# ---- reaction_scorer_flat ----
Figure 1. The metal 3 layer (reaction_scorer_flat).
Scale: 4 px per um.
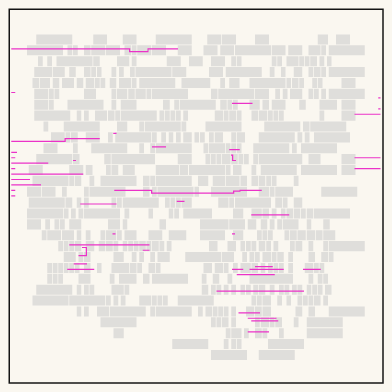

**src/rtl/reaction_scorer_if.sv**
```systemverilog
// Handshake/bus bundle between the reaction scorer and the game controller /
// display side. The scorer takes the slave view; the driver of the inputs takes master.
interface reaction_scorer_if #(
  parameter int unsigned SCORE_W = 8,
  parameter int unsigned TIME_W  = 11
);

  logic               start;
  logic               stop;
  logic               led_in;
  logic               btn;
  logic               rng_enable;
  logic               target_led;
  logic [TIME_W-1:0]  reaction_ms;
  logic [SCORE_W-1:0] hits;
  logic [SCORE_W-1:0] misses;
  logic               result_valid;
  logic [1:0]         result_code;

  modport master (
    output start,
    output stop,
    output led_in,
    output btn,
    input  rng_enable,
    input  target_led,
    input  reaction_ms,
    input  hits,
    input  misses,
    input  result_valid,
    input  result_code
  );

  modport slave (
    input  start,
    input  stop,
    input  led_in,
    input  btn,
    output rng_enable,
    output target_led,
    output reaction_ms,
    output hits,
    output misses,
    output result_valid,
    output result_code
  );

endinterface

```
**src/rtl/reaction_scorer.sv**
```systemverilog
// Reaction-game round controller: arms the LED randomiser, lights the target,
// times the player's press in ms and keeps saturating hit/miss tallies.
module reaction_scorer #(
  parameter int unsigned CLKS_PER_MS = 50000,
  parameter int unsigned TIMEOUT_MS  = 1000,
  parameter int unsigned SCORE_W     = 8,
  parameter int unsigned TIME_W      = 11
) (
  input  logic             clk,
  input  logic             reset,
  reaction_scorer_if.slave bus
);

  localparam int unsigned        PRE_W     = (CLKS_PER_MS > 1) ? $clog2(CLKS_PER_MS) : 1;
  localparam logic [PRE_W-1:0]   PRE_LAST  = PRE_W'(CLKS_PER_MS - 1);
  localparam logic [TIME_W-1:0]  TIMEOUT   = TIME_W'(TIMEOUT_MS);
  localparam logic [SCORE_W-1:0] SCORE_MAX = '1;

  localparam logic [1:0] CODE_HIT     = 2'b01;
  localparam logic [1:0] CODE_TIMEOUT = 2'b10;
  localparam logic [1:0] CODE_FALSE   = 2'b11;

  typedef enum logic [2:0] {
    S_IDLE,
    S_ARMED,
    S_ACTIVE,
    S_REPORT,
    S_HOLDOFF
  } state_e;

  state_e state_q, state_d;

  logic               btn_q, btn_d;
  logic               edge_q, edge_d;
  logic [PRE_W-1:0]   pre_q, pre_d;
  logic [TIME_W-1:0]  ms_q, ms_d;
  logic [TIME_W-1:0]  reaction_q, reaction_d;
  logic [SCORE_W-1:0] hits_q, hits_d;
  logic [SCORE_W-1:0] misses_q, misses_d;
  logic [1:0]         code_q, code_d;
  logic               valid_q, valid_d;
  logic               rng_q, rng_d;
  logic               led_q, led_d;

  logic [SCORE_W-1:0] hits_inc;
  logic [SCORE_W-1:0] misses_inc;

  // State and output registers; reset drops every output immediately.
  always_ff @(posedge clk or posedge reset) begin
    if (reset) begin
      state_q    <= S_IDLE;
      btn_q      <= 1'b0;
      edge_q     <= 1'b0;
      pre_q      <= '0;
      ms_q       <= '0;
      reaction_q <= '0;
      hits_q     <= '0;
      misses_q   <= '0;
      code_q     <= '0;
      valid_q    <= 1'b0;
      rng_q      <= 1'b0;
      led_q      <= 1'b0;
    end else begin
      state_q    <= state_d;
      btn_q      <= btn_d;
      edge_q     <= edge_d;
      pre_q      <= pre_d;
      ms_q       <= ms_d;
      reaction_q <= reaction_d;
      hits_q     <= hits_d;
      misses_q   <= misses_d;
      code_q     <= code_d;
      valid_q    <= valid_d;
      rng_q      <= rng_d;
      led_q      <= led_d;
    end
  end

  // Next-state, round timing and scoring.
  always_comb begin
    state_d    = state_q;
    pre_d      = pre_q;
    ms_d       = ms_q;
    reaction_d = reaction_q;
    hits_d     = hits_q;
    misses_d   = misses_q;
    code_d     = code_q;

    // The press edge is registered so the FSM only ever acts on a clean, one-cycle pulse.
    btn_d  = bus.btn;
    edge_d = bus.btn & ~btn_q;

    hits_inc   = (hits_q == SCORE_MAX)   ? hits_q   : hits_q + SCORE_W'(1);
    misses_inc = (misses_q == SCORE_MAX) ? misses_q : misses_q + SCORE_W'(1);

    if (bus.stop) begin
      state_d = S_IDLE;
    end else begin
      case (state_q)
        S_IDLE: begin
          if (bus.start) begin
            state_d = S_ARMED;
          end
        end

        S_ARMED: begin
          if (edge_q) begin
            state_d  = S_REPORT;
            code_d   = CODE_FALSE;
            misses_d = misses_inc;
          end else if (bus.led_in) begin
            state_d = S_ACTIVE;
            pre_d   = '0;
            ms_d    = '0;
          end
        end

        S_ACTIVE: begin
          if (pre_q == PRE_LAST) begin
            pre_d = '0;
            if (ms_q != TIMEOUT) begin
              ms_d = ms_q + TIME_W'(1);
            end
          end else begin
            pre_d = pre_q + PRE_W'(1);
          end

          // A press landing on the timeout millisecond still scores as a hit.
          if (edge_q) begin
            state_d    = S_REPORT;
            code_d     = CODE_HIT;
            reaction_d = ms_q;
            hits_d     = hits_inc;
          end else if (ms_q == TIMEOUT) begin
            state_d  = S_REPORT;
            code_d   = CODE_TIMEOUT;
            misses_d = misses_inc;
          end
        end

        S_REPORT: begin
          state_d = S_HOLDOFF;
        end

        S_HOLDOFF: begin
          if (!bus.btn) begin
            state_d = S_ARMED;
          end
        end

        default: begin
          state_d = S_IDLE;
        end
      endcase
    end

    valid_d = (state_d == S_REPORT);
    rng_d   = (state_d == S_ARMED);
    led_d   = (state_d == S_ACTIVE);
  end

  assign bus.rng_enable   = rng_q;
  assign bus.target_led   = led_q;
  assign bus.reaction_ms  = reaction_q;
  assign bus.hits         = hits_q;
  assign bus.misses       = misses_q;
  assign bus.result_valid = valid_q;
  assign bus.result_code  = code_q;

endmodule

```
**src/flat_wrapper.sv**
```systemverilog
// flat-port wrapper written by rule: the top's interface ports become plain ports
module reaction_scorer_flat 
#(
  parameter int unsigned CLKS_PER_MS = 50000,
  parameter int unsigned TIMEOUT_MS  = 1000,
  parameter int unsigned SCORE_W     = 8,
  parameter int unsigned TIME_W      = 11
)
  (clk, reset, bus_start, bus_stop, bus_led_in, bus_btn, bus_rng_enable, bus_target_led, bus_reaction_ms, bus_hits, bus_misses, bus_result_valid, bus_result_code);
  reaction_scorer_if #(.SCORE_W(SCORE_W), .TIME_W(TIME_W)) bus_i ();
  input  logic clk;
  input  logic reset;
  input wire logic [$bits(bus_i.start)-1:0] bus_start;
  input wire logic [$bits(bus_i.stop)-1:0] bus_stop;
  input wire logic [$bits(bus_i.led_in)-1:0] bus_led_in;
  input wire logic [$bits(bus_i.btn)-1:0] bus_btn;
  output wire logic [$bits(bus_i.rng_enable)-1:0] bus_rng_enable;
  output wire logic [$bits(bus_i.target_led)-1:0] bus_target_led;
  output wire logic [$bits(bus_i.reaction_ms)-1:0] bus_reaction_ms;
  output wire logic [$bits(bus_i.hits)-1:0] bus_hits;
  output wire logic [$bits(bus_i.misses)-1:0] bus_misses;
  output wire logic [$bits(bus_i.result_valid)-1:0] bus_result_valid;
  output wire logic [$bits(bus_i.result_code)-1:0] bus_result_code;
  assign bus_i.start = bus_start;
  assign bus_i.stop = bus_stop;
  assign bus_i.led_in = bus_led_in;
  assign bus_i.btn = bus_btn;
  assign bus_rng_enable = bus_i.rng_enable;
  assign bus_target_led = bus_i.target_led;
  assign bus_reaction_ms = bus_i.reaction_ms;
  assign bus_hits = bus_i.hits;
  assign bus_misses = bus_i.misses;
  assign bus_result_valid = bus_i.result_valid;
  assign bus_result_code = bus_i.result_code;
  reaction_scorer #(.CLKS_PER_MS(CLKS_PER_MS), .TIMEOUT_MS(TIMEOUT_MS), .SCORE_W(SCORE_W), .TIME_W(TIME_W)) u_core (.clk(clk), .reset(reset), .bus(bus_i));
endmodule
```
**config.mk**
```make
export PLATFORM = sky130hd
export DESIGN_NAME = reaction_scorer_flat
export DESIGN_NICKNAME = d
export VERILOG_FILES = /design/src/rtl/reaction_scorer_if.sv /design/src/rtl/reaction_scorer.sv /design/src/flat_wrapper.sv
export SDC_FILE = /design/constraint.sdc
export NUM_CORES = 1
export LEC_CHECK = 0
export ABC_AREA = 1
export CAP_MARGIN = 40
export CORE_MARGIN = 4
export CORE_UTILIZATION = 50
export CTS_BUF_LIST = sky130_fd_sc_hd__clkbuf_4
export DETAILED_ROUTE_END_ITERATION = 8
export PLACE_DENSITY = 0.72
export SYNTH_ARGS = -nofsm -noshare
export SYNTH_HDL_FRONTEND = slang
export SYNTH_SLANG_ARGS = --single-unit
```
**constraint.sdc**
```tcl
create_clock -name clk -period 3 [get_ports clk]
set_clock_uncertainty 0.1 [all_clocks]
set_input_delay 0.6 -clock clk [delete_from_list [all_inputs] [get_ports clk]]
set_output_delay 0.6 -clock clk [all_outputs]
set_load 0.005 [all_outputs]
```
# ---- shift_rmw_ctrl_flat ----
**config.mk**
```make
export PLATFORM = sky130hd
export DESIGN_NAME = shift_rmw_ctrl_flat
export DESIGN_NICKNAME = d
export VERILOG_FILES = /design/src/rtl/shift_rmw_ctrl_if.sv /design/src/rtl/shift_rmw_ctrl.sv /design/src/flat_wrapper.sv
export SDC_FILE = /design/constraint.sdc
export NUM_CORES = 1
export LEC_CHECK = 0
export CORE_AREA = 2 2 80 82
export DETAILED_ROUTE_END_ITERATION = 6
export DIE_AREA = 0 0 82 84
export GPL_ROUTABILITY_DRIVEN = 1
export GPL_TIMING_DRIVEN = 0
export PLACE_DENSITY = 0.84
export SLEW_MARGIN = 15
export SYNTH_ARGS = -nofsm -noshare
export SYNTH_HDL_FRONTEND = slang
export SYNTH_SLANG_ARGS = --single-unit
```
**constraint.sdc**
```tcl
create_clock -name i_clk -period 2.25 [get_ports i_clk]
set_input_delay 0.3375 -clock i_clk [delete_from_list [all_inputs] [get_ports i_clk]]
set_output_delay 0.3375 -clock i_clk [all_outputs]
set_load 0.01 [all_outputs]
```
**src/rtl/shift_rmw_ctrl_if.sv**
```systemverilog
// Memory bus between the shift/rotate RMW controller and its memory port.
// master = controller side, slave = memory side.
interface shift_rmw_ctrl_if;
  logic [15:0] o_addr;
  logic        o_rd;
  logic        o_wr;
  logic [7:0]  o_wdata;
  logic [7:0]  i_rdata;
  logic        i_ready;

  modport master (
    output o_addr, o_rd, o_wr, o_wdata,
    input  i_rdata, i_ready
  );

  modport slave (
    input  o_addr, o_rd, o_wr, o_wdata,
    output i_rdata, i_ready
  );
endinterface

```
**src/rtl/shift_rmw_ctrl.sv**
```systemverilog
// 6502-style shift/rotate sequencer: accumulator or memory read-modify-write
// with dummy write, driving an external combinational shifter.
module shift_rmw_ctrl (
  input  logic        i_clk,
  input  logic        i_rst_n,
  input  logic        i_start,
  input  logic [1:0]  i_op,
  input  logic        i_acc_mode,
  input  logic [15:0] i_addr,
  input  logic [7:0]  i_acc,
  input  logic        i_c,
  shift_rmw_ctrl_if.master mem,
  output logic [7:0]  o_sh_data,
  output logic        o_sh_rotate,
  output logic        o_sh_right,
  output logic        o_sh_c,
  input  logic [7:0]  i_sh_data,
  input  logic        i_sh_n,
  input  logic        i_sh_z,
  input  logic        i_sh_c,
  output logic [7:0]  o_result,
  output logic        o_n,
  output logic        o_z,
  output logic        o_c,
  output logic        o_busy,
  output logic        o_done,
  output logic        o_acc_we,
  output logic        o_flag_we
);

  typedef enum logic [2:0] {
    IDLE, READ, DUMMY, WRITE, ACC, DONE
  } state_t;

  state_t     state;
  logic [1:0] op;
  logic       carry;
  logic       acc_mode;
  logic [7:0] operand;
  logic       first;

  assign o_sh_data   = operand;
  assign o_sh_rotate = op[1];
  assign o_sh_right  = op[0];
  assign o_sh_c      = carry;
  assign o_busy      = (state != IDLE);

  always_ff @(posedge i_clk or negedge i_rst_n) begin
    if (!i_rst_n) begin
      state       <= IDLE;
      op          <= '0;
      carry       <= 1'b0;
      acc_mode    <= 1'b0;
      operand     <= '0;
      first       <= 1'b0;
      mem.o_addr  <= '0;
      mem.o_rd    <= 1'b0;
      mem.o_wr    <= 1'b0;
      mem.o_wdata <= '0;
      o_result    <= '0;
      o_n         <= 1'b0;
      o_z         <= 1'b0;
      o_c         <= 1'b0;
      o_done      <= 1'b0;
      o_acc_we    <= 1'b0;
      o_flag_we   <= 1'b0;
    end else begin
      o_done    <= 1'b0;
      o_acc_we  <= 1'b0;
      o_flag_we <= 1'b0;
      unique case (state)
        IDLE: begin
          if (i_start) begin
            op         <= i_op;
            carry      <= i_c;
            acc_mode   <= i_acc_mode;
            mem.o_addr <= i_addr;
            if (i_acc_mode) begin
              operand <= i_acc;
              state   <= ACC;
            end else begin
              mem.o_rd <= 1'b1;
              state    <= READ;
            end
          end
        end
        READ: begin
          if (mem.i_ready) begin
            operand     <= mem.i_rdata;
            mem.o_wdata <= mem.i_rdata;
            mem.o_rd    <= 1'b0;
            mem.o_wr    <= 1'b1;
            first       <= 1'b1;
            state       <= DUMMY;
          end
        end
        DUMMY: begin
          // Shifter result is captured once; stalls reuse the stored copy.
          first <= 1'b0;
          if (first) begin
            o_result <= i_sh_data;
            o_n      <= i_sh_n;
            o_z      <= i_sh_z;
            o_c      <= i_sh_c;
          end
          if (mem.i_ready) begin
            mem.o_wdata <= first ? i_sh_data : o_result;
            state       <= WRITE;
          end
        end
        WRITE: begin
          if (mem.i_ready) begin
            mem.o_wr  <= 1'b0;
            o_done    <= 1'b1;
            o_flag_we <= 1'b1;
            o_acc_we  <= acc_mode;
            state     <= DONE;
          end
        end
        ACC: begin
          o_result  <= i_sh_data;
          o_n       <= i_sh_n;
          o_z       <= i_sh_z;
          o_c       <= i_sh_c;
          o_done    <= 1'b1;
          o_flag_we <= 1'b1;
          o_acc_we  <= acc_mode;
          state     <= DONE;
        end
        DONE: state <= IDLE;
        default: state <= IDLE;
      endcase
    end
  end

endmodule

```
**src/flat_wrapper.sv**
```systemverilog
// flat-port wrapper written by rule: the top's interface ports become plain ports
module shift_rmw_ctrl_flat 
  (i_clk, i_rst_n, i_start, i_op, i_acc_mode, i_addr, i_acc, i_c, o_sh_data, o_sh_rotate, o_sh_right, o_sh_c, i_sh_data, i_sh_n, i_sh_z, i_sh_c, o_result, o_n, o_z, o_c, o_busy, o_done, o_acc_we, o_flag_we, mem_o_addr, mem_o_rd, mem_o_wr, mem_o_wdata, mem_i_rdata, mem_i_ready);
  shift_rmw_ctrl_if mem_i ();
  input  logic i_clk;
  input  logic i_rst_n;
  input  logic i_start;
  input  logic [1:0] i_op;
  input  logic i_acc_mode;
  input  logic [15:0] i_addr;
  input  logic [7:0] i_acc;
  input  logic i_c;
  output logic [7:0] o_sh_data;
  output logic o_sh_rotate;
  output logic o_sh_right;
  output logic o_sh_c;
  input  logic [7:0] i_sh_data;
  input  logic i_sh_n;
  input  logic i_sh_z;
  input  logic i_sh_c;
  output logic [7:0] o_result;
  output logic o_n;
  output logic o_z;
  output logic o_c;
  output logic o_busy;
  output logic o_done;
  output logic o_acc_we;
  output logic o_flag_we;
  output wire logic [$bits(mem_i.o_addr)-1:0] mem_o_addr;
  output wire logic [$bits(mem_i.o_rd)-1:0] mem_o_rd;
  output wire logic [$bits(mem_i.o_wr)-1:0] mem_o_wr;
  output wire logic [$bits(mem_i.o_wdata)-1:0] mem_o_wdata;
  input wire logic [$bits(mem_i.i_rdata)-1:0] mem_i_rdata;
  input wire logic [$bits(mem_i.i_ready)-1:0] mem_i_ready;
  assign mem_o_addr = mem_i.o_addr;
  assign mem_o_rd = mem_i.o_rd;
  assign mem_o_wr = mem_i.o_wr;
  assign mem_o_wdata = mem_i.o_wdata;
  assign mem_i.i_rdata = mem_i_rdata;
  assign mem_i.i_ready = mem_i_ready;
  shift_rmw_ctrl u_core (.i_clk(i_clk), .i_rst_n(i_rst_n), .i_start(i_start), .i_op(i_op), .i_acc_mode(i_acc_mode), .i_addr(i_addr), .i_acc(i_acc), .i_c(i_c), .mem(mem_i), .o_sh_data(o_sh_data), .o_sh_rotate(o_sh_rotate), .o_sh_right(o_sh_right), .o_sh_c(o_sh_c), .i_sh_data(i_sh_data), .i_sh_n(i_sh_n), .i_sh_z(i_sh_z), .i_sh_c(i_sh_c), .o_result(o_result), .o_n(o_n), .o_z(o_z), .o_c(o_c), .o_busy(o_busy), .o_done(o_done), .o_acc_we(o_acc_we), .o_flag_we(o_flag_we));
endmodule
```

==> screenshots <==
Clock network drawn from the DEF.
Scale: 4 px per um.
Plate I
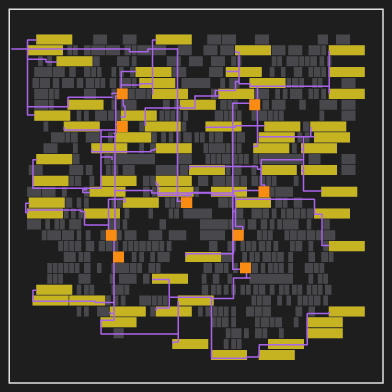
Plate II
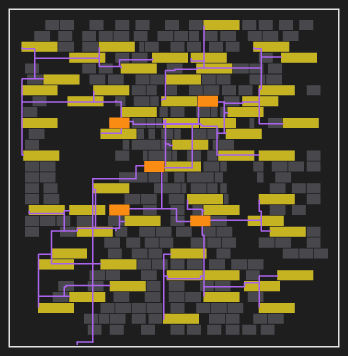
- shift_rmw_ctrl_flat = Plate II
- reaction_scorer_flat = Plate I
Of these, largest die: Plate I

Figure 2. Cell area per tile (reaction_scorer_flat).
Scale: 4 px per um. 9 x 9 tiles, from white (low) to dark blue (high), 0 to 100% covered.
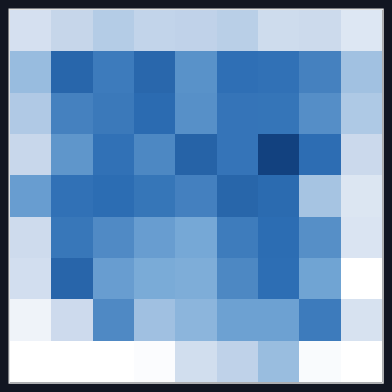
The mean over all tiles is 48%. 7.4% of the tiles are nearly empty. The fullest tile reaches 93%. The densest ninth of the die: centre. 14% of the tiles are over 75% full.

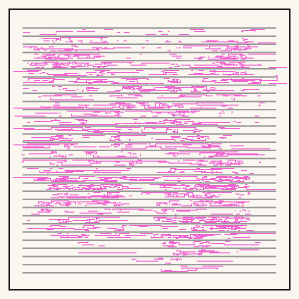
Figure 3: reaction_scorer_flat, metal 1.
Scale: 3 px per um. Supply wires on this layer in grey.
The longest straight run is 22.1 um. 477 nets have wire on it. The layer carries 3770 um of wire. The wires run mostly horizontal. The layer holds 47% of the routed length.

## Picture notes: Figure 1
The layer carries 307 um of wire. The wires run mostly horizontal. 35 nets have wire on it. The layer holds 3.8% of the routed length. The longest straight run is 29.4 um.

==> flow_summary.yaml, reaction_scorer_flat <==
# generated from flow reports
yosys:
  top_logic_kind: "simple AND/OR/NAND/NOR gates"
  synth.most_common_cell: "nand2_1"
  synthDistinctLibCells: 42
  xor_area_share_pct: 4.844
status:
  status: "complete, no violations"
cells_and_area:
  largest_reg_flops: 16
  seq_share_pct: 37.79
  nClkBuffers: 9
  final_cell_mix: "144 x nand2_1, 64 x dfrtp_1, 57 x nor2_1, 39 x inv_1, 37 x clkdlybuf4s50_1"
  comb_cells: 345
clock_network:
  cts_resized: 0
  cts_buffers: 9
critical_path:
  reg2reg_to: "u_core.bus.hits[3]"
floorplan:
  core_mm2: 0.006907
routing:
  vias: 3120
grt:
  top_usage_layer: "met2"
sta:
  worst_slack_ns: 0.7034
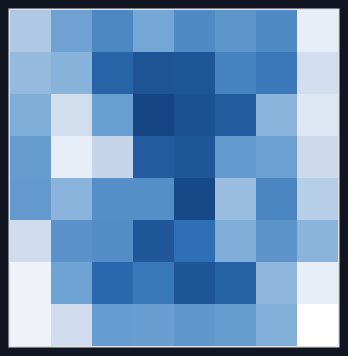
Figure 4: shift_rmw_ctrl_flat, cell area per tile.
Scale: 4 px per um. 8 x 8 tiles, from white (low) to dark blue (high), 0 to 100% covered.
20% of the tiles are over 75% full. The mean over all tiles is 53%. The fullest tile reaches 91%. 1.6% of the tiles are nearly empty.

==> flow_summary.yaml, shift_rmw_ctrl_flat <==
# generated from flow reports
cells_and_area:
  num-fill-cells: 507
  inv_count: 3
  nets: 328
  num-nonclk-buffers: 111
  largest_reg_flops: 16
  fin_cells: 355
  clk_share_pct: 2.495
  nonClkBufAreaFrac_pct: 29.33
  drive_gt1_share_pct: 34.17
  logic_area_mm2: 0.001046
critical_path:
  cp_cell_sequence: "buf_6 > nor3_2 > inv_1 > clkdlybuf4s50_1"
  cp_slowest_cell: "clkdlybuf4s50_1"
  path_depth: 4
  worstReg2RegStart: "u_core.state[1]"
  critical_path_buf_inv_count: 3
  cp_data_required_time_ns: 1.91
  cp-startpoint: "u_core.state[0]"
  worst-path-max-fanout: 10
yosys:
  netlist.area_leader.share_pct: 55.08
  async_reset_ff_share_pct: 100.0
  syn_area_mm2: 0.002499
  postSynthAreaPerCell_um2: 14.87
  xor_area_share_pct: 1.002
  synth.most_common_cell: "mux2_2"
  top_logic_kind: "multiplexers"
clock_network:
  clockRootBuffer: "clkbuf_8"
  cts_sinks: 55
  tritoncts: "built"
  post_cts_buffers: 0
  cts_buffers: 5
power_and_ir_drop:
  seqPwrFrac_pct: 34.5
  p_total_w: 0.005095
  p_sw_share_pct: 32.23
  p_switching_w: 0.001642
  p_leak_nw: 1.510
  powerSeq_w: 0.00176
placement:
  placed_cells: 347
  place_ws_ns: 0.1336
  place_congestion: 0.7671
routing:
  drt-met1-wl_mm: 2.282
  finalWirelength_mm: 5.429
  dr_wl_met2_mm: 2.905
  vias: 1714
  final_antenna_net_count: 0
sta:
  finalSetupTns_ns: 0
  period_minus_slack_ns: 2.058
  slew_headroom_pct: 52.41
  hold_viol_final: 0
  whs_ns: 0.07227
status:
  status: "complete, no violations"
floorplan:
  die.size.y_um: 84
  die_area_mm2: 0.006888
  core_mm2: 0.006096
grt:
  grtUsageMet1_pct: 21.02

# ---- comparator_seq_flat ----
Figure 5. Metal 1 (comparator_seq_flat).
Scale: 3 px per um. Supply wires on this layer in grey.
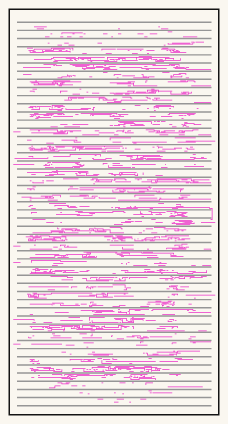

[src/rtl/comparator_seq_if.sv]
// comparator_seq_if: request/result handshake bundle for comparator_seq.
// master = requester/consumer side, slave = comparator side.
interface comparator_seq_if #(parameter int N = 32);
    logic         i_valid;
    logic         i_ready;
    logic [N-1:0] a;
    logic [N-1:0] b;
    logic [2:0]   op;
    logic         is_signed;
    logic         o_valid;
    logic         o_ready;
    logic         out;
    logic         o_eq;
    logic         o_lt;
    modport master (output i_valid, a, b, op, is_signed, o_ready,
                    input  i_ready, o_valid, out, o_eq, o_lt);
    modport slave  (input  i_valid, a, b, op, is_signed, o_ready,
                    output i_ready, o_valid, out, o_eq, o_lt);
endinterface

[src/rtl/comparator_seq.sv]
// comparator_seq: multi-cycle MSB-first magnitude comparator, CHUNK bits per cycle.
// Define COMPARATOR_SEQ_EARLY_EXIT_EN to finish as soon as the first differing chunk is seen.
module comparator_seq #(
    parameter int N     = 32,
    parameter int CHUNK = 8
) (
    input  logic              clk,
    input  logic              rst,
    comparator_seq_if.slave   bus
);
    localparam int K  = N / CHUNK;
    localparam int IW = (K > 1) ? $clog2(K) : 1;
`ifdef COMPARATOR_SEQ_EARLY_EXIT_EN
    localparam bit EARLY = 1'b1;
`else
    localparam bit EARLY = 1'b0;
`endif

    if (N % CHUNK != 0) begin : g_bad_chunk
        $error("comparator_seq: N must be a multiple of CHUNK");
    end

    typedef enum logic [1:0] {IDLE, BUSY, DONE} state_t;

    state_t          state_q, state_d;
    logic [N-1:0]    a_q, a_d, b_q, b_d;
    logic [2:0]      op_q, op_d;
    logic [IW-1:0]   idx_q, idx_d;
    logic            dec_q, dec_d, lt_q, lt_d;
    logic            out_q, out_d, eq_q, eq_d, flt_q, flt_d;
    logic [CHUNK-1:0] ca, cb;
    logic            c_lt, c_ne, last, fin;

    function automatic logic op_out(input logic [2:0] op, input logic eq, input logic lt);
        return op == 3'd0 ? eq :
               op == 3'd1 ? ~eq :
               op == 3'd2 ? lt :
               op == 3'd3 ? lt | eq :
               op == 3'd4 ? ~lt & ~eq :
               op == 3'd5 ? ~lt : 1'b0;
    endfunction

    // Operands shift left each BUSY cycle, so the chunk under test is always the top one.
    always_comb begin
        ca   = a_q[N-1 -: CHUNK];
        cb   = b_q[N-1 -: CHUNK];
        c_lt = 1'b0;
        for (int i = 0; i < CHUNK; i++) c_lt = (~ca[i] & cb[i]) | (~(ca[i] ^ cb[i]) & c_lt);
        c_ne = |(ca ^ cb);
        last = idx_q == IW'(K - 1);
    end

    always_ff @(posedge clk or negedge rst) begin
        if (!rst) begin
            state_q <= IDLE;
            a_q     <= '0;
            b_q     <= '0;
            op_q    <= '0;
            idx_q   <= '0;
            dec_q   <= 1'b0;
            lt_q    <= 1'b0;
            out_q   <= 1'b0;
            eq_q    <= 1'b0;
            flt_q   <= 1'b0;
        end else begin
            state_q <= state_d;
            a_q     <= a_d;
            b_q     <= b_d;
            op_q    <= op_d;
            idx_q   <= idx_d;
            dec_q   <= dec_d;
            lt_q    <= lt_d;
            out_q   <= out_d;
            eq_q    <= eq_d;
            flt_q   <= flt_d;
        end
    end

    always_comb begin
        state_d = state_q;
        a_d     = a_q;
        b_d     = b_q;
        op_d    = op_q;
        idx_d   = idx_q;
        dec_d   = dec_q;
        lt_d    = lt_q;
        out_d   = out_q;
        eq_d    = eq_q;
        flt_d   = flt_q;
        fin     = 1'b0;
        if (state_q == IDLE && bus.i_valid) begin
            // Flipping both MSBs maps two's-complement order onto unsigned order.
            state_d = BUSY;
            a_d     = bus.a ^ {bus.is_signed, {(N-1){1'b0}}};
            b_d     = bus.b ^ {bus.is_signed, {(N-1){1'b0}}};
            op_d    = bus.op;
            idx_d   = '0;
            dec_d   = 1'b0;
            lt_d    = 1'b0;
        end else if (state_q == BUSY) begin
            dec_d = dec_q | c_ne;
            lt_d  = dec_q ? lt_q : c_lt;
            a_d   = a_q << CHUNK;
            b_d   = b_q << CHUNK;
            idx_d = idx_q + 1'b1;
            fin   = last | (EARLY & dec_d);
            if (fin) begin
                state_d = DONE;
                eq_d    = ~dec_d;
                flt_d   = lt_d;
                out_d   = op_out(op_q, ~dec_d, lt_d);
            end
        end else if (state_q == DONE && bus.o_ready) begin
            state_d = IDLE;
            out_d   = 1'b0;
            eq_d    = 1'b0;
            flt_d   = 1'b0;
        end
    end

    always_comb begin
        bus.i_ready = state_q == IDLE;
        bus.o_valid = state_q == DONE;
        bus.out     = out_q;
        bus.o_eq    = eq_q;
        bus.o_lt    = flt_q;
    end
endmodule

[src/flat_wrapper.sv]
// flat-port wrapper written by rule: the top's interface ports become plain ports
module comparator_seq_flat 
#(
    parameter int N     = 32,
    parameter int CHUNK = 8
)
  (clk, rst, bus_i_valid, bus_a, bus_b, bus_op, bus_is_signed, bus_o_ready, bus_i_ready, bus_o_valid, bus_out, bus_o_eq, bus_o_lt);
  comparator_seq_if #(.N(N)) bus_i ();
  input  logic clk;
  input  logic rst;
  input wire logic [$bits(bus_i.i_valid)-1:0] bus_i_valid;
  input wire logic [$bits(bus_i.a)-1:0] bus_a;
  input wire logic [$bits(bus_i.b)-1:0] bus_b;
  input wire logic [$bits(bus_i.op)-1:0] bus_op;
  input wire logic [$bits(bus_i.is_signed)-1:0] bus_is_signed;
  input wire logic [$bits(bus_i.o_ready)-1:0] bus_o_ready;
  output wire logic [$bits(bus_i.i_ready)-1:0] bus_i_ready;
  output wire logic [$bits(bus_i.o_valid)-1:0] bus_o_valid;
  output wire logic [$bits(bus_i.out)-1:0] bus_out;
  output wire logic [$bits(bus_i.o_eq)-1:0] bus_o_eq;
  output wire logic [$bits(bus_i.o_lt)-1:0] bus_o_lt;
  assign bus_i.i_valid = bus_i_valid;
  assign bus_i.a = bus_a;
  assign bus_i.b = bus_b;
  assign bus_i.op = bus_op;
  assign bus_i.is_signed = bus_is_signed;
  assign bus_i.o_ready = bus_o_ready;
  assign bus_i_ready = bus_i.i_ready;
  assign bus_o_valid = bus_i.o_valid;
  assign bus_out = bus_i.out;
  assign bus_o_eq = bus_i.o_eq;
  assign bus_o_lt = bus_i.o_lt;
  comparator_seq #(.N(N), .CHUNK(CHUNK)) u_core (.clk(clk), .rst(rst), .bus(bus_i));
endmodule
[config.mk]
export PLATFORM = sky130hd
export DESIGN_NAME = comparator_seq_flat
export DESIGN_NICKNAME = d
export VERILOG_FILES = /design/src/rtl/comparator_seq_if.sv /design/src/rtl/comparator_seq.sv /design/src/flat_wrapper.sv
export SDC_FILE = /design/constraint.sdc
export NUM_CORES = 1
export LEC_CHECK = 0
export CAP_MARGIN = 20
export CELL_PAD_IN_SITES_DETAIL_PLACEMENT = 0
export CELL_PAD_IN_SITES_GLOBAL_PLACEMENT = 1
export CORE_ASPECT_RATIO = 2
export CORE_MARGIN = 2
export CORE_UTILIZATION = 41
export DETAILED_ROUTE_END_ITERATION = 16
export PLACE_DENSITY_LB_ADDON = 0.1
export SLEW_MARGIN = 10
export SYNTH_ARGS = -nofsm -noshare
export SYNTH_HDL_FRONTEND = slang
export SYNTH_SLANG_ARGS = --single-unit
[constraint.sdc]
create_clock -name clk -period 2.76 [get_ports clk]
set_input_delay 0.276 -clock clk [delete_from_list [all_inputs] [get_ports clk]]
set_output_delay 0.276 -clock clk [all_outputs]
set_load 0.02 [all_outputs]
# ---- alu_muldiv_seq ----
### src/rtl/alu_muldiv_seq_pkg.sv
// Shared definitions for the multiply/divide sequencer.
//   state_t  : sequencer state encoding
//   ALU_ADD  : alu control code for addition (shared with alu and main decoder)
//   ALU_SUB  : alu control code for subtraction
package alu_muldiv_seq_pkg;

  typedef enum logic [1:0] {
    ST_IDLE = 2'd0,
    ST_MUL  = 2'd1,
    ST_DIV  = 2'd2,
    ST_DONE = 2'd3
  } state_t;

  localparam logic [2:0] ALU_ADD = 3'b000;
  localparam logic [2:0] ALU_SUB = 3'b001;

endpackage

### src/rtl/alu_muldiv_seq.sv
// Multi-cycle unsigned MULTU/DIVU sequencer. It borrows the shared 32-bit alu for
// one ADD or SUB per cycle: shift-add multiply, restoring divide, WIDTH iterations.
// Ports:
//   clk, rst_n                 clock, async active-low reset
//   start_valid/start_ready    request handshake (ready only in IDLE)
//   op, opA, opB               0=MULTU 1=DIVU, operands (sampled on accept)
//   alu_srcA/srcB/ctrl         drive the external alu (quiescent when not iterating)
//   alu_res, alu_zero          combinational alu result / zero flag
//   done_valid/done_ready      result handshake
//   hi, lo, div_by_zero        result pair and divide-by-zero flag
//
// state   | meaning
// --------+-----------------------------------------------
// IDLE    | waiting for a request, alu quiescent
// MUL     | shift-add multiply iteration, alu does ADD
// DIV     | restoring divide iteration, alu does SUB
// DONE    | result held until the consumer accepts it
module alu_muldiv_seq
  import alu_muldiv_seq_pkg::*;
#(
  parameter int WIDTH = 32,
  parameter int CNT_W = 6
) (
  input  logic             clk,
  input  logic             rst_n,
  input  logic             start_valid,
  output logic             start_ready,
  input  logic             op,
  input  logic [WIDTH-1:0] opA,
  input  logic [WIDTH-1:0] opB,
  output logic [WIDTH-1:0] alu_srcA,
  output logic [WIDTH-1:0] alu_srcB,
  output logic [2:0]       alu_ctrl,
  input  logic [WIDTH-1:0] alu_res,
  input  logic             alu_zero,
  output logic             done_valid,
  input  logic             done_ready,
  output logic [WIDTH-1:0] hi,
  output logic [WIDTH-1:0] lo,
  output logic             div_by_zero
);

  state_t           r_state;
  state_t           w_state_nxt;
  logic [CNT_W-1:0] r_cnt;
  logic [WIDTH-1:0] r_hi;
  logic [WIDTH-1:0] r_lo;
  logic [WIDTH-1:0] r_opnd;  // multiplicand in MUL, divisor in DIV
  logic             r_dbz;

  logic             w_accept;
  logic             w_last;
  logic [WIDTH-1:0] w_sh;
  logic             w_carry;
  logic             w_ge;

  assign w_accept = start_valid && start_ready;
  assign w_last   = (r_cnt == CNT_W'(WIDTH - 1));
  assign w_sh     = {r_hi[WIDTH-2:0], r_lo[WIDTH-1]};
  // Unsigned add overflowed iff the sum wrapped below an addend.
  assign w_carry  = (alu_res < r_hi);
  // With a nonzero divisor, sh - dvsr wraps above sh exactly when sh < dvsr,
  // so the subtract's own result gives the compare; zero covers sh == dvsr.
  assign w_ge     = r_hi[WIDTH-1] || alu_zero || (alu_res < w_sh);

  assign hi          = r_hi;
  assign lo          = r_lo;
  assign div_by_zero = r_dbz;

  always_ff @(posedge clk or negedge rst_n) begin
    if (!rst_n) r_state <= ST_IDLE;
    else        r_state <= w_state_nxt;
  end

  always_comb begin
    w_state_nxt = r_state;
    unique case (r_state)
      ST_IDLE: begin
        if (w_accept) begin
          if (!op)            w_state_nxt = ST_MUL;
          else if (opB == '0) w_state_nxt = ST_DONE;
          else                w_state_nxt = ST_DIV;
        end
      end
      ST_MUL, ST_DIV: if (w_last) w_state_nxt = ST_DONE;
      ST_DONE:        if (done_ready) w_state_nxt = ST_IDLE;
      default:        w_state_nxt = ST_IDLE;
    endcase
  end

  always_comb begin
    start_ready = (r_state == ST_IDLE);
    done_valid  = (r_state == ST_DONE);
    alu_ctrl    = ALU_ADD;
    alu_srcA    = '0;
    alu_srcB    = '0;
    unique case (r_state)
      ST_MUL: begin
        alu_srcA = r_hi;
        alu_srcB = r_opnd;
      end
      ST_DIV: begin
        alu_ctrl = ALU_SUB;
        alu_srcA = w_sh;
        alu_srcB = r_opnd;
      end
      default: ;
    endcase
  end

  always_ff @(posedge clk or negedge rst_n) begin
    if (!rst_n) begin
      r_cnt  <= '0;
      r_hi   <= '0;
      r_lo   <= '0;
      r_opnd <= '0;
      r_dbz  <= 1'b0;
    end else begin
      unique case (r_state)
        ST_IDLE: begin
          if (w_accept) begin
            r_cnt <= '0;
            if (!op) begin
              r_hi   <= '0;
              r_lo   <= opB;
              r_opnd <= opA;
              r_dbz  <= 1'b0;
            end else if (opB == '0) begin
              r_hi  <= opA;
              r_lo  <= '1;
              r_dbz <= 1'b1;
            end else begin
              r_hi   <= '0;
              r_lo   <= opA;
              r_opnd <= opB;
              r_dbz  <= 1'b0;
            end
          end
        end
        ST_MUL: begin
          r_cnt <= w_last ? '0 : r_cnt + CNT_W'(1);
          if (r_lo[0]) {r_hi, r_lo} <= {w_carry, alu_res, r_lo[WIDTH-1:1]};
          else         {r_hi, r_lo} <= {1'b0, r_hi, r_lo[WIDTH-1:1]};
        end
        ST_DIV: begin
          r_cnt <= w_last ? '0 : r_cnt + CNT_W'(1);
          if (w_ge) begin
            r_hi <= alu_res;
            r_lo <= {r_lo[WIDTH-2:0], 1'b1};
          end else begin
            r_hi <= w_sh;
            r_lo <= {r_lo[WIDTH-2:0], 1'b0};
          end
        end
        default: ;
      endcase
    end
  end

endmodule
### config.mk
export PLATFORM = sky130hd
export DESIGN_NAME = alu_muldiv_seq
export DESIGN_NICKNAME = d
export VERILOG_FILES = /design/src/rtl/alu_muldiv_seq_pkg.sv /design/src/rtl/alu_muldiv_seq.sv
export SDC_FILE = /design/constraint.sdc
export NUM_CORES = 1
export LEC_CHECK = 0
export ABC_AREA = 1
export CAP_MARGIN = 10
export CORE_UTILIZATION = 50
export DETAILED_ROUTE_END_ITERATION = 10
export PLACE_DENSITY = 0.83
export REMOVE_ABC_BUFFERS = 1
export SLEW_MARGIN = 0
export SYNTH_ARGS = -nofsm -noshare
export SYNTH_HDL_FRONTEND = slang
export SYNTH_SLANG_ARGS = --single-unit
### constraint.sdc
create_clock -name clk -period 4 [get_ports clk]
set_input_delay 0.8 -clock clk [delete_from_list [all_inputs] [get_ports clk]]
set_output_delay 0.8 -clock clk [all_outputs]
set_load 0.05 [all_outputs]
# ---- syn_pipe_stage ----
[config.mk]
export PLATFORM = sky130hd
export DESIGN_NAME = syn_pipe_stage
export DESIGN_NICKNAME = d
export VERILOG_FILES = /design/src/rtl/syn_pipe_stage_pkg.sv /design/src/rtl/syn_pipe_slot.sv /design/src/rtl/syn_pipe_stage.sv
export SDC_FILE = /design/constraint.sdc
export NUM_CORES = 1
export LEC_CHECK = 0
export CORE_MARGIN = 1.5
export CORE_UTILIZATION = 25
export DETAILED_ROUTE_END_ITERATION = 16
export GPL_TIMING_DRIVEN = 0
export PLACE_DENSITY = 0.5
export SLEW_MARGIN = 10
export SYNTH_ARGS = -nofsm -noshare
export SYNTH_HDL_FRONTEND = slang
export SYNTH_SLANG_ARGS = --single-unit
[constraint.sdc]
create_clock -name clk -period 4 [get_ports clk]
set_input_delay 0.8 -clock clk [delete_from_list [all_inputs] [get_ports clk]]
set_output_delay 0.8 -clock clk [all_outputs]
set_load 0.02 [all_outputs]
[src/rtl/syn_pipe_stage_pkg.sv]
// rtl/syn_pipe_stage_pkg.sv - shared state encoding for the pipeline stage register
package syn_pipe_stage_pkg;

    // Width of the stage state; the encoding doubles as the occupancy count.
    localparam int PIPE_ST_BIT = 2;

    typedef enum logic [PIPE_ST_BIT-1:0] {
        PIPE_ST_EMPTY = 2'd0,
        PIPE_ST_ONE   = 2'd1,
        PIPE_ST_TWO   = 2'd2
    } pipe_st_e;

endpackage

[src/rtl/syn_pipe_slot.sv]
// rtl/syn_pipe_slot.sv - payload register with load enable and clear-to-bubble
module syn_pipe_slot #(
    parameter int               WIDTH     = 32,
    parameter logic [WIDTH-1:0] NOP_VALUE = '0
) (
    input  logic             clk,
    input  logic             clr,
    input  logic             load,
    input  logic [WIDTH-1:0] d,
    output logic [WIDTH-1:0] q
);

    // Clear wins over load so a reset/flush always leaves the bubble encoding.
    always_ff @(posedge clk) begin
        if (clr) begin
            q <= NOP_VALUE;
        end else if (load) begin
            q <= d;
        end
    end

endmodule

[src/rtl/syn_pipe_stage.sv]
// rtl/syn_pipe_stage.sv - generic valid/ready pipeline stage with flush and optional skid entry
module syn_pipe_stage
    import syn_pipe_stage_pkg::*;
#(
    parameter int               WIDTH     = 32,
    parameter int               SKID      = 1,
    parameter logic [WIDTH-1:0] NOP_VALUE = '0
) (
    input  logic             clk,
    input  logic             rst,
    input  logic             flush,
    input  logic             in_valid,
    output logic             in_ready,
    input  logic [WIDTH-1:0] in_data,
    output logic             out_valid,
    input  logic             out_ready,
    output logic [WIDTH-1:0] out_data,
    output logic [1:0]       occupancy
);

    // Reset and flush have the same effect: every held entry becomes a bubble.
    logic clr;
    logic in_fire;
    logic out_fire;

    assign clr      = rst | flush;
    assign in_fire  = in_valid & in_ready;
    assign out_fire = out_valid & out_ready;

    if (WIDTH < 1) begin : g_bad_width
        $error("syn_pipe_stage: WIDTH must be at least 1");
    end

    if (SKID != 0 && SKID != 1) begin : g_bad_skid
        $error("syn_pipe_stage: SKID must be 0 or 1");
    end

    if (SKID == 0) begin : g_single
        logic valid_q;

        syn_pipe_slot #(.WIDTH(WIDTH), .NOP_VALUE(NOP_VALUE)) u_main (
            .clk  (clk),
            .clr  (clr),
            .load (in_fire),
            .d    (in_data),
            .q    (out_data)
        );

        // Valid flag: set on accept, dropped when drained with nothing new arriving.
        always_ff @(posedge clk) begin
            if (clr) begin
                valid_q <= 1'b0;
            end else if (in_fire) begin
                valid_q <= 1'b1;
            end else if (out_fire) begin
                valid_q <= 1'b0;
            end
        end

        // Single entry can refill in the same cycle it drains, so ready follows out_ready.
        assign in_ready  = ~valid_q | out_ready;
        assign out_valid = valid_q;
        assign occupancy = {1'b0, valid_q};
    end else begin : g_skid
        pipe_st_e         st_q;
        pipe_st_e         st_nxt;
        logic             main_load;
        logic             main_from_skid;
        logic             skid_load;
        logic [WIDTH-1:0] main_d;
        logic [WIDTH-1:0] skid_q;

        assign main_d = main_from_skid ? skid_q : in_data;

        syn_pipe_slot #(.WIDTH(WIDTH), .NOP_VALUE(NOP_VALUE)) u_main (
            .clk  (clk),
            .clr  (clr),
            .load (main_load),
            .d    (main_d),
            .q    (out_data)
        );

        syn_pipe_slot #(.WIDTH(WIDTH), .NOP_VALUE(NOP_VALUE)) u_skid (
            .clk  (clk),
            .clr  (clr),
            .load (skid_load),
            .d    (in_data),
            .q    (skid_q)
        );

        // State register; unused encodings fall back to EMPTY via the next-state logic.
        always_ff @(posedge clk) begin
            if (clr) begin
                st_q <= PIPE_ST_EMPTY;
            end else begin
                st_q <= st_nxt;
            end
        end

        // Next state and register steering; the skid entry only fills when the head stalls.
        always_comb begin
            st_nxt         = st_q;
            main_load      = 1'b0;
            main_from_skid = 1'b0;
            skid_load      = 1'b0;
            case (st_q)
                PIPE_ST_EMPTY: begin
                    if (in_fire) begin
                        st_nxt    = PIPE_ST_ONE;
                        main_load = 1'b1;
                    end
                end
                PIPE_ST_ONE: begin
                    if (in_fire && out_fire) begin
                        main_load = 1'b1;
                    end else if (in_fire) begin
                        st_nxt    = PIPE_ST_TWO;
                        skid_load = 1'b1;
                    end else if (out_fire) begin
                        st_nxt = PIPE_ST_EMPTY;
                    end
                end
                PIPE_ST_TWO: begin
                    if (out_fire) begin
                        st_nxt         = PIPE_ST_ONE;
                        main_load      = 1'b1;
                        main_from_skid = 1'b1;
                    end
                end
                default: begin
                    st_nxt = PIPE_ST_EMPTY;
                end
            endcase
        end

        // Ready depends on state only, which cuts the out_ready -> in_ready path.
        assign in_ready  = (st_q != PIPE_ST_TWO);
        assign out_valid = (st_q != PIPE_ST_EMPTY);
        assign occupancy = st_q;
    end

endmodule
# ---- splitter_window_scheduler ----
[config.mk]
export PLATFORM = sky130hd
export DESIGN_NAME = splitter_window_scheduler
export DESIGN_NICKNAME = d
export VERILOG_FILES = /design/src/rtl/splitter_pkg.sv /design/src/rtl/splitter_cfg_regs.sv /design/src/rtl/splitter_window_scheduler.sv
export SDC_FILE = /design/constraint.sdc
export NUM_CORES = 1
export LEC_CHECK = 0
export CAP_MARGIN = 20
export CORE_MARGIN = 4
export CORE_UTILIZATION = 55
export DETAILED_ROUTE_END_ITERATION = 16
export GPL_TIMING_DRIVEN = 0
export PLACE_DENSITY = 0.85
export SETUP_SLACK_MARGIN = 0.5
export SYNTH_ARGS = -nofsm -noshare
export SYNTH_HDL_FRONTEND = slang
export SYNTH_SLANG_ARGS = --single-unit
[constraint.sdc]
create_clock -name clk -period 9.8 [get_ports clk]
set_clock_uncertainty 0.05 [all_clocks]
set_input_delay 1.96 -clock clk [delete_from_list [all_inputs] [get_ports clk]]
set_output_delay 1.96 -clock clk [all_outputs]
set_load 0.01 [all_outputs]
[src/rtl/splitter_pkg.sv]
// splitter_pkg: shared phase encoding and config addresses for the splitter window scheduler
package splitter_pkg;
  typedef enum logic [1:0] {
    PH_STOP   = 2'd0,
    PH_ACTIVE = 2'd1,
    PH_IDLE   = 2'd2,
    PH_DRAIN  = 2'd3
  } phase_t;
  localparam logic CFG_ACTIVE_LEN = 1'b0;
  localparam logic CFG_IDLE_LEN   = 1'b1;
endpackage

[src/rtl/splitter_cfg_regs.sv]
// splitter_cfg_regs: pending/working window lengths with write validation and sticky error
module splitter_cfg_regs
  import splitter_pkg::*;
#(
  parameter int ADDR_WIDTH = 12,
  parameter int CNT_WIDTH  = 16,
  parameter int DEF_ACTIVE = 3276,
  parameter int DEF_IDLE   = 1172
) (
  input  logic                 clk,
  input  logic                 rst_n,
  input  logic                 i_cfg_wr,
  input  logic                 i_cfg_addr,
  input  logic [CNT_WIDTH-1:0] i_cfg_wdata,
  input  logic                 i_commit,
  output logic [CNT_WIDTH-1:0] o_act_len,
  output logic [CNT_WIDTH-1:0] o_idl_len,
  output logic                 o_cfg_err
);
  localparam logic [63:0] DEPTH = 64'd1 << ADDR_WIDTH;
  localparam logic [CNT_WIDTH-1:0] RST_ACT = CNT_WIDTH'(DEF_ACTIVE);
  localparam logic [CNT_WIDTH-1:0] RST_IDL = CNT_WIDTH'(DEF_IDLE);
  logic                 w_reject, w_accept;
  logic [CNT_WIDTH-1:0] r_pend_act, r_pend_idl, r_act, r_idl;
  logic                 r_err;
  assign w_reject  = i_cfg_wr && (i_cfg_wdata == '0 ||
                     (i_cfg_addr == CFG_IDLE_LEN && 64'(i_cfg_wdata) > DEPTH));
  assign w_accept  = i_cfg_wr && !w_reject;
  assign o_act_len = r_act;
  assign o_idl_len = r_idl;
  assign o_cfg_err = r_err;
  // Validated writes land in the pending pair; rejected writes only raise the sticky error
  always_ff @(posedge clk or negedge rst_n)
    if (!rst_n) begin
      r_pend_act <= RST_ACT;
      r_pend_idl <= RST_IDL;
      r_err      <= 1'b0;
    end else begin
      if (w_accept && i_cfg_addr == CFG_ACTIVE_LEN) r_pend_act <= i_cfg_wdata;
      if (w_accept && i_cfg_addr == CFG_IDLE_LEN) r_pend_idl <= i_cfg_wdata;
      if (w_reject) r_err <= 1'b1;
    end
  // Commit copies the pre-write pending values, so a same-cycle write waits one more frame
  always_ff @(posedge clk or negedge rst_n)
    if (!rst_n) begin
      r_act <= RST_ACT;
      r_idl <= RST_IDL;
    end else if (i_commit) begin
      r_act <= r_pend_act;
      r_idl <= r_pend_idl;
    end
endmodule

[src/rtl/splitter_window_scheduler.sv]
// splitter_window_scheduler: sequences the 64->2x32 splitter through ACTIVE/IDLE/DRAIN windows
module splitter_window_scheduler
  import splitter_pkg::*;
#(
  parameter int ADDR_WIDTH = 12,
  parameter int CNT_WIDTH  = 16,
  parameter int DEF_ACTIVE = 3276,
  parameter int DEF_IDLE   = 1172
) (
  input  logic                  clk,
  input  logic                  rst_n,
  input  logic                  i_enable,
  input  logic                  i_valid_in,
  input  logic                  i_cfg_wr,
  input  logic                  i_cfg_addr,
  input  logic [CNT_WIDTH-1:0]  i_cfg_wdata,
  output logic [1:0]            o_phase,
  output logic                  o_buf_wr_en,
  output logic [ADDR_WIDTH-1:0] o_buf_wr_addr,
  output logic                  o_buf_rd_en,
  output logic [ADDR_WIDTH-1:0] o_buf_rd_addr,
  output logic                  o_frame_start,
  output logic [15:0]           o_frame_count,
  output logic                  o_cfg_err
);
  localparam logic [CNT_WIDTH-1:0]  ONE  = CNT_WIDTH'(1);
  localparam logic [ADDR_WIDTH-1:0] AONE = ADDR_WIDTH'(1);
  phase_t                r_state, w_next;
  logic                  w_commit, w_last;
  logic [CNT_WIDTH-1:0]  w_act_len, w_idl_len, r_cnt;
  logic [ADDR_WIDTH-1:0] r_wr_ptr, r_rd_ptr, r_buf_wr_addr, r_buf_rd_addr;
  logic                  r_buf_wr_en, r_buf_rd_en, r_frame_start;
  logic [15:0]           r_frame_count;

  splitter_cfg_regs #(
    .ADDR_WIDTH (ADDR_WIDTH),
    .CNT_WIDTH  (CNT_WIDTH),
    .DEF_ACTIVE (DEF_ACTIVE),
    .DEF_IDLE   (DEF_IDLE)
  ) u_cfg (
    .clk         (clk),
    .rst_n       (rst_n),
    .i_cfg_wr    (i_cfg_wr),
    .i_cfg_addr  (i_cfg_addr),
    .i_cfg_wdata (i_cfg_wdata),
    .i_commit    (w_commit),
    .o_act_len   (w_act_len),
    .o_idl_len   (w_idl_len),
    .o_cfg_err   (o_cfg_err)
  );

  assign w_last        = r_cnt == ((r_state == PH_ACTIVE ? w_act_len : w_idl_len) - ONE);
  assign o_phase       = r_state;
  assign o_buf_wr_en   = r_buf_wr_en;
  assign o_buf_wr_addr = r_buf_wr_addr;
  assign o_buf_rd_en   = r_buf_rd_en;
  assign o_buf_rd_addr = r_buf_rd_addr;
  assign o_frame_start = r_frame_start;
  assign o_frame_count = r_frame_count;

  // Window state register
  always_ff @(posedge clk or negedge rst_n)
    if (!rst_n) r_state <= PH_STOP;
    else r_state <= w_next;

  // Next window and commit: a window only ends on its last accepted sample
  always_comb begin
    w_next   = r_state;
    w_commit = 1'b0;
    case (r_state)
      PH_STOP: if (i_enable) begin
        w_next   = PH_ACTIVE;
        w_commit = 1'b1;
      end
      PH_ACTIVE: if (i_valid_in && w_last) w_next = PH_IDLE;
      PH_IDLE: if (i_valid_in && w_last) w_next = PH_DRAIN;
      default: if (i_valid_in && w_last) begin
        w_next   = i_enable ? PH_ACTIVE : PH_STOP;
        w_commit = 1'b1;
      end
    endcase
  end

  // Sample counter, buffer pointers, registered strobes and frame status
  always_ff @(posedge clk or negedge rst_n)
    if (!rst_n) begin
      r_cnt         <= '0;
      r_wr_ptr      <= '0;
      r_rd_ptr      <= '0;
      r_buf_wr_addr <= '0;
      r_buf_rd_addr <= '0;
      r_buf_wr_en   <= 1'b0;
      r_buf_rd_en   <= 1'b0;
      r_frame_start <= 1'b0;
      r_frame_count <= '0;
    end else begin
      r_buf_wr_en   <= 1'b0;
      r_buf_rd_en   <= 1'b0;
      r_frame_start <= 1'b0;
      if (r_state == PH_STOP) r_cnt <= '0;
      else if (i_valid_in) begin
        r_cnt <= w_last ? '0 : r_cnt + ONE;
        case (r_state)
          PH_ACTIVE: begin
            r_frame_start <= r_cnt == '0;
            if (w_last) r_wr_ptr <= '0;
          end
          PH_IDLE: begin
            r_buf_wr_en   <= 1'b1;
            r_buf_wr_addr <= r_wr_ptr;
            r_wr_ptr      <= r_wr_ptr + AONE;
            if (w_last) r_rd_ptr <= '0;
          end
          default: begin
            r_buf_rd_en   <= 1'b1;
            r_buf_rd_addr <= r_rd_ptr;
            r_rd_ptr      <= r_rd_ptr + AONE;
            if (w_last) r_frame_count <= r_frame_count + 16'd1;
          end
        endcase
      end
    end
endmodule

==> layout pictures side by side <==
The metal 3 layer.
image #1
Scale: 4 px per um.
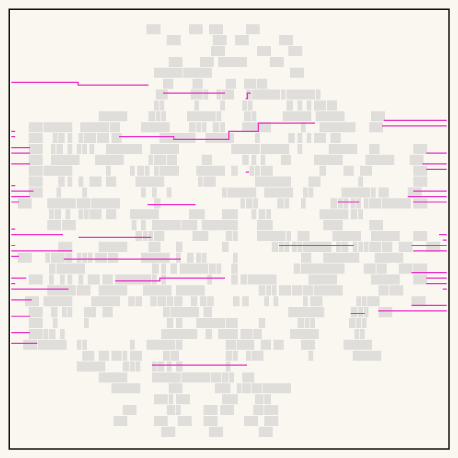
image #2
Scale: 3 px per um.
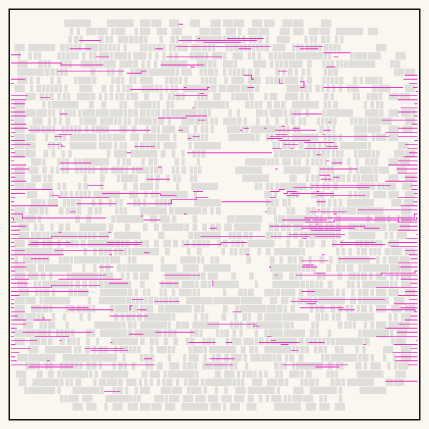
image #3
Scale: 4 px per um.
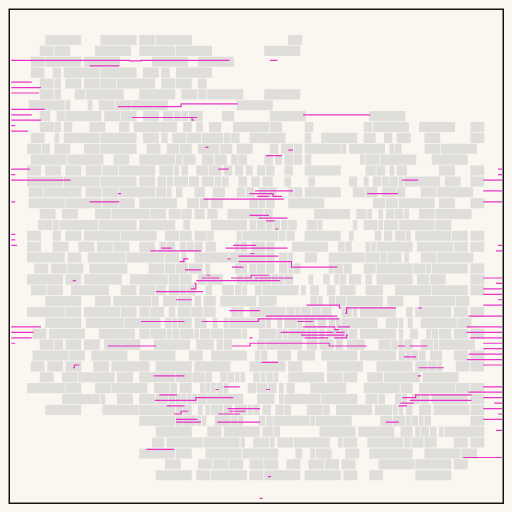
image #4
Scale: 4 px per um.
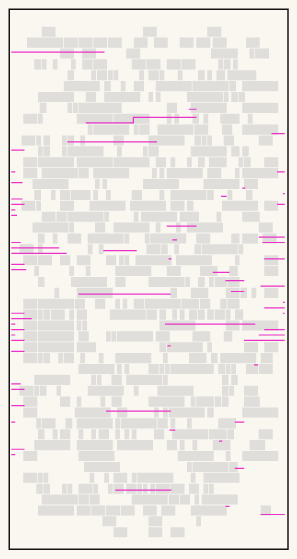
comparator_seq_flat: image #4
alu_muldiv_seq: image #2
splitter_window_scheduler: image #3
syn_pipe_stage: image #1
- largest die: image #2
- smallest die: image #4

Figure 6. Cell area per tile (alu_muldiv_seq).
Scale: 3 px per um. 14 x 14 tiles, from white (low) to dark blue (high), 0 to 100% covered.
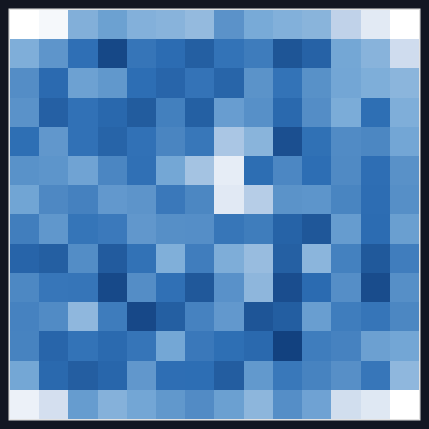
The fullest tile reaches 93%. 1.5% of the tiles are nearly empty. The mean over all tiles is 62%.

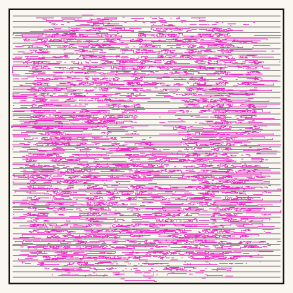
Figure 7: alu_muldiv_seq, metal 1.
Scale: 2 px per um. Supply wires on this layer in grey.
The layer holds 42% of the routed length. The layer carries 12800 um of wire. 1590 nets have wire on it. The wires run mostly horizontal.

==> flow_summary.yaml, alu_muldiv_seq <==
# generated from flow reports
clock_network:
  cts_resized: 0
  cts_buffer_depth: 2
  clock.latency.late_pin_ns: 0.36
  cts_hold_buf: 0
  post_cts_buffers: 0
  tritoncts: "built"
routing:
  drt-met1-wl_mm: 12.82
  wl_met3_mm: 2.485
  dr_wl_met2_mm: 13.99
  vias: 10430
  drcViolationCount: 0
cells_and_area:
  seq_share_pct: 22.38
  final_util_pct: 67.18
  inv_count: 127
  nets: 1837
  drive_gt1_share_pct: 2.873
  sh_comb_area_pct: 47.16
  logic_area_mm2: 0.005537
  num-nonclk-buffers: 253
  clk_share_pct: 2.441
  comb_cells: 1171
  num-fill-cells: 1562
  nonClkBufAreaFrac_pct: 21.53
grt:
  grt_util_all_layers_pct: 33.07
  grt_overflow_total: 0
  grt_use_met2_pct: 53.72
  top_usage_layer: "met2"
  use_met3_pct: 4.661
  grt_pass1_wl_mm: 48.18
  grt_pass1_vias: 9527
critical_path:
  r2r_slack_ns: 1.09
  reg2reg_to: "r_state[1]"
  worstRegToRegCells: 11
  worstReg2RegStart: "r_state[1]"
  critical_path_buf_inv_count: 3
  cp.arrival_ns: 2.94
  cp_data_required_time_ns: 3.20
  slowest_delay_ns: 0.86
  cp-startpoint: "r_state[1]"
sta:
  slew_headroom_pct: 34.76
  skew_ns: 0.009307
  slew_violations: 0
  setup_viol: 0
  worst_slack_ns: 0.2577
  max_freq_mhz: 267.2
placement:
  dpl_cell_area_mm2: 0.01143
  port_buffers: 233
floorplan:
  die.size.y_um: 136.3
  fp-row-count: 48
  die_x_um: 136.3
yosys:
  ys_ff: 105
  ys_top_cells_by_count: "574 x nand2_1, 193 x a21oi_1, 182 x nor2_1"
  netlist.area_leader.share_pct: 29.13
  yosysSeqAreaShare_pct: 29.13
  top_logic_kind: "simple AND/OR/NAND/NOR gates"
  syn_area_mm2: 0.009021
  ys.flop_type: "dfrtp_1"
  ys_warn_count: 0
status:
  status: "complete, no violations"
run:
  warnings: 29
hold_path:
  hold_end: "r_opnd[4]"
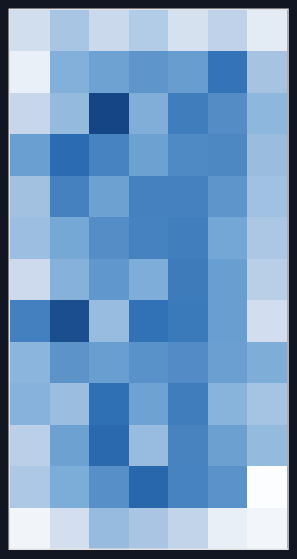
Figure 8: comparator_seq_flat, cell area per tile.
Scale: 4 px per um. 7 x 13 tiles, from white (low) to dark blue (high), 0 to 100% covered.
5.5% of the tiles are over 75% full. The densest ninth of the die: centre. The mean over all tiles is 48%. 1.1% of the tiles are nearly empty.

Notes on Figure 5 above:
The layer carries 3310 um of wire. The layer holds 39% of the routed length. The longest straight run is 28.5 um. The wires run mostly horizontal.

==> flow_summary.yaml, comparator_seq_flat <==
# generated from flow reports
yosys:
  ys_cells: 367
  ys_warn_count: 0
  ys_area_mm2: 0.003498
  top_logic_kind: "simple AND/OR/NAND/NOR gates"
  synth.most_common_cell: "nand2_1"
  netlist.area_leader.share_pct: 54.36
  xor_area_share_pct: 0.5007
  synth-edff-count: 0
cells_and_area:
  nets: 516
  clk_share_pct: 7.255
  num-fill-cells: 760
  sh_comb_area_pct: 30.88
  design_area_mm2: 0.004639
  regArea_mm2: 0.001902
  final_common_cell: "nand2_1"
sta:
  setup_viol: 0
  max_freq_mhz: 484.7
  period_used_pct: 74.75
critical_path:
  worst-path-max-fanout: 45
  reg2reg_to: "u_core.bus.out"
  r2r_slack_ns: 0.70
routing:
  final_antenna_net_count: 0
  drt-met1-wl_mm: 3.310
  finalWirelength_mm: 8.508
  dr_wl_met2_mm: 4.554
grt:
  use_met3_pct: 3.955
  grt_overflow_total: 0
  grt_max_degree: 96
  antenna_found_initial: 0
clock_network:
  tritoncts: "built"
  cts_htree_levels: 3
  cts_resized: 0
  clock.latency.late_pin_ns: 0.33
floorplan:
  die_x_um: 69.32
placement:
  dpl.hpwl_mm: 5.921
run:
  maxCapViolCount: 0
  warnings: 26
status:
  status: "complete, no violations"
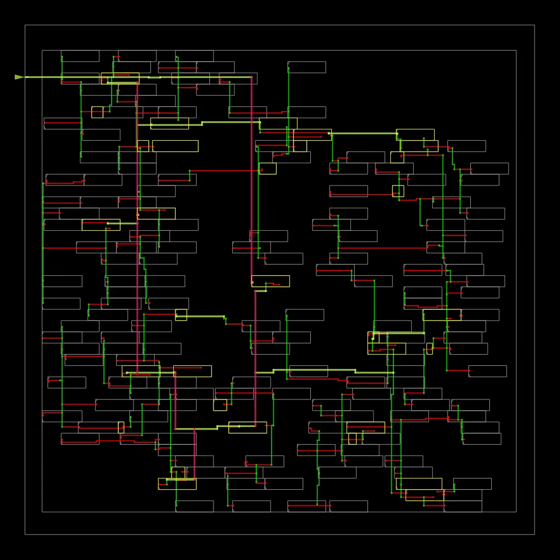
Figure 9: splitter_window_scheduler, clock nets.
Flops: 150
TritonCTS Sinks: 150
Clock Latency Late Sink: 0.43 ns

==> flow_summary.yaml, splitter_window_scheduler <==
# generated from flow reports
grt:
  antenna_found_initial: 0
  grt_use_met2_pct: 38.06
yosys:
  synth_area_leader_cell: "dfrtp_1"
  synth-edff-count: 0
  top_logic_kind: "multiplexers"
  netlist.area_leader.share_pct: 44.65
  ys_ff: 150
status:
  status: "complete, no violations"
critical_path:
  path_depth: 15
  critPathLaunchType: "flop"
  slowest_delay_ns: 0.64
  r2r_slack_ns: 4.52
placement:
  port_buffers: 66
sta:
  finalSetupTns_ns: 0
  hold_viol_final: 0
clock_network:
  cts_buffers: 17
cells_and_area:
  area_growth_syn_to_layout_pct: 20.40
  sh_comb_area_pct: 38.15
  largest_class: "registers"
routing:
  wl_per_cell_um: 17.67
hold_path:
  min_from: "u_cfg.o_cfg_err"
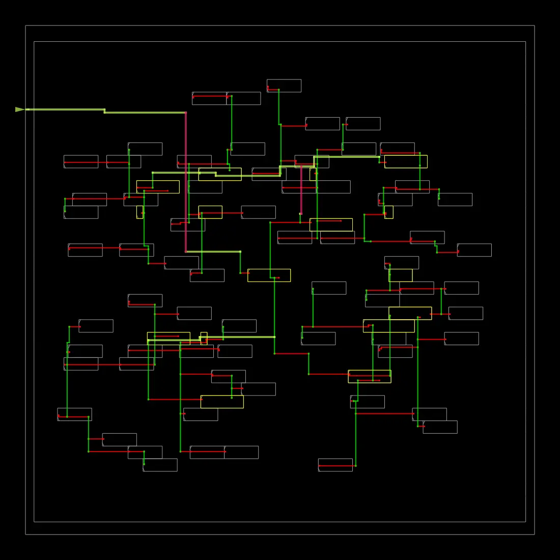
Figure 10: syn_pipe_stage, clock nets.
Layout Skew: 0.002826 ns
TritonCTS Sinks: 66
total CTS buffers: 9
clkbuf count: 14

==> flow_summary.yaml, syn_pipe_stage <==
# generated from flow reports
status:
  status: "complete, no violations"
cells_and_area:
  logic_area_mm2: 0.001304
  seq_share_pct: 32.85
  inv_count: 0
  largest_class: "registers"
  ff_count: 66
clock_network:
  post_cts_buffers: 0
  clockRootBuffer: "clkbuf_16"
  cts_buffer_depth: 2
placement:
  dpl_cell_area_mm2: 0.003724
  place_congestion: 0.7407
  port_buffers: 71
routing:
  wl_per_cell_um: 15.21
  final_antenna_net_count: 0
  drcViolationCount: 0
  top_layer_used: "met4"
  wl_met3_um: 472
critical_path:
  reg2reg_to: "g_skid.u_main.q[13]"
  worstReg2RegStart: "occupancy[0]"
  cp-end-kind: "output pin"
  r2r_slack_ns: 2.28
  worst-path-max-fanout: 10
  cp_data_required_time_ns: 3.20
run:
  warnings: 26
grt:
  antenna_found_initial: 0
  top_usage_layer: "met2"
  grt_pass1_vias: 2600
  grtUsageMet1_pct: 19.91
yosys:
  ys_ff: 66
  simple_gate_share_pct: 20.77
  ys_cells: 348
  xor_area_share_pct: 0
floorplan:
  fp_util_pct: 25.95
  die.size.y_um: 109.5
hold_path:
  hold_end: "g_skid.u_skid.q[7]"
  worst_hold_path_type: "flop to flop"
  min_from: "g_skid.u_skid.q[7]"
sta:
  period_used_pct: 60.87


==> layout pictures side by side <==
Clock nets.
shot_01.png
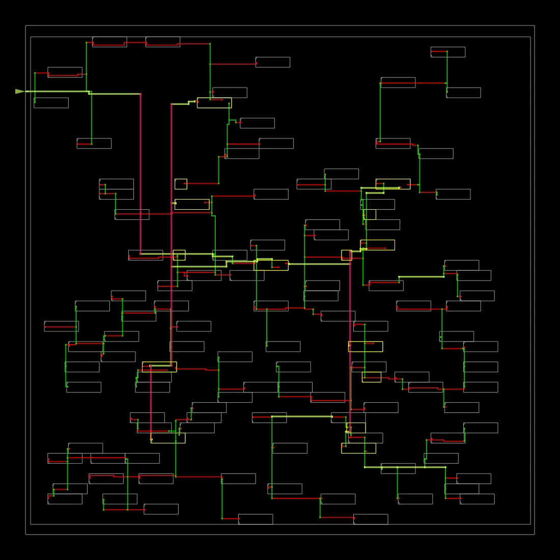
shot_02.png
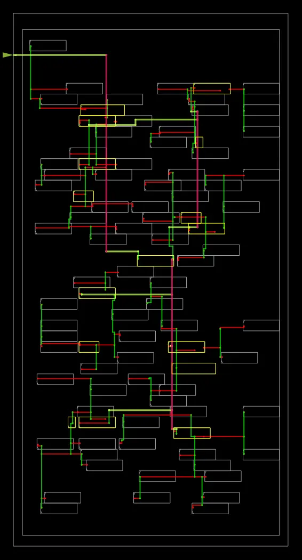
shot_03.png
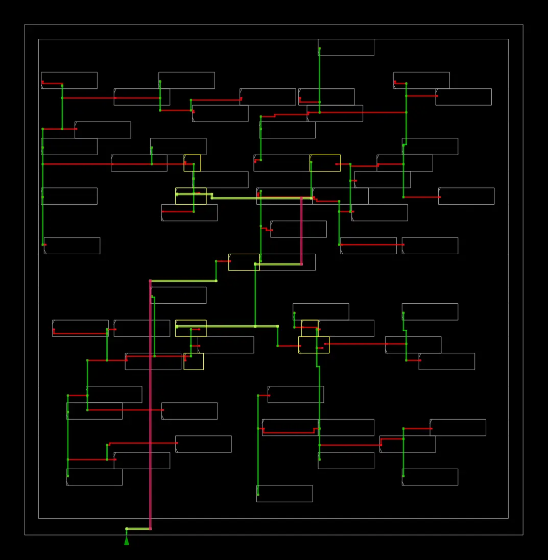
For comparator_seq_flat, see shot_02.png.
For alu_muldiv_seq, see shot_01.png.
For shift_rmw_ctrl_flat, see shot_03.png.
The one with the fewest sequential cells is shot_03.png.
The one with the most sequential cells is shot_01.png.


==> gallery <==
Metal 1.
picture 1
Scale: 2 px per um. Supply wires on this layer in grey.
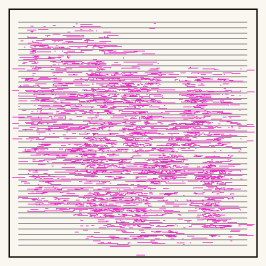
picture 2
Scale: 2 px per um. Supply wires on this layer in grey.
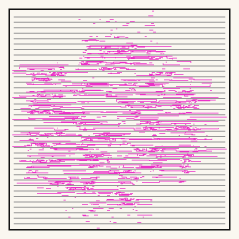
picture 3
Scale: 3 px per um. Supply wires on this layer in grey.
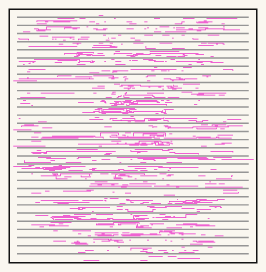
picture 3: shift_rmw_ctrl_flat
picture 1: splitter_window_scheduler
picture 2: syn_pipe_stage
The one with the smallest die is picture 3.

Power is estimated from default activity; no workload was simulated.
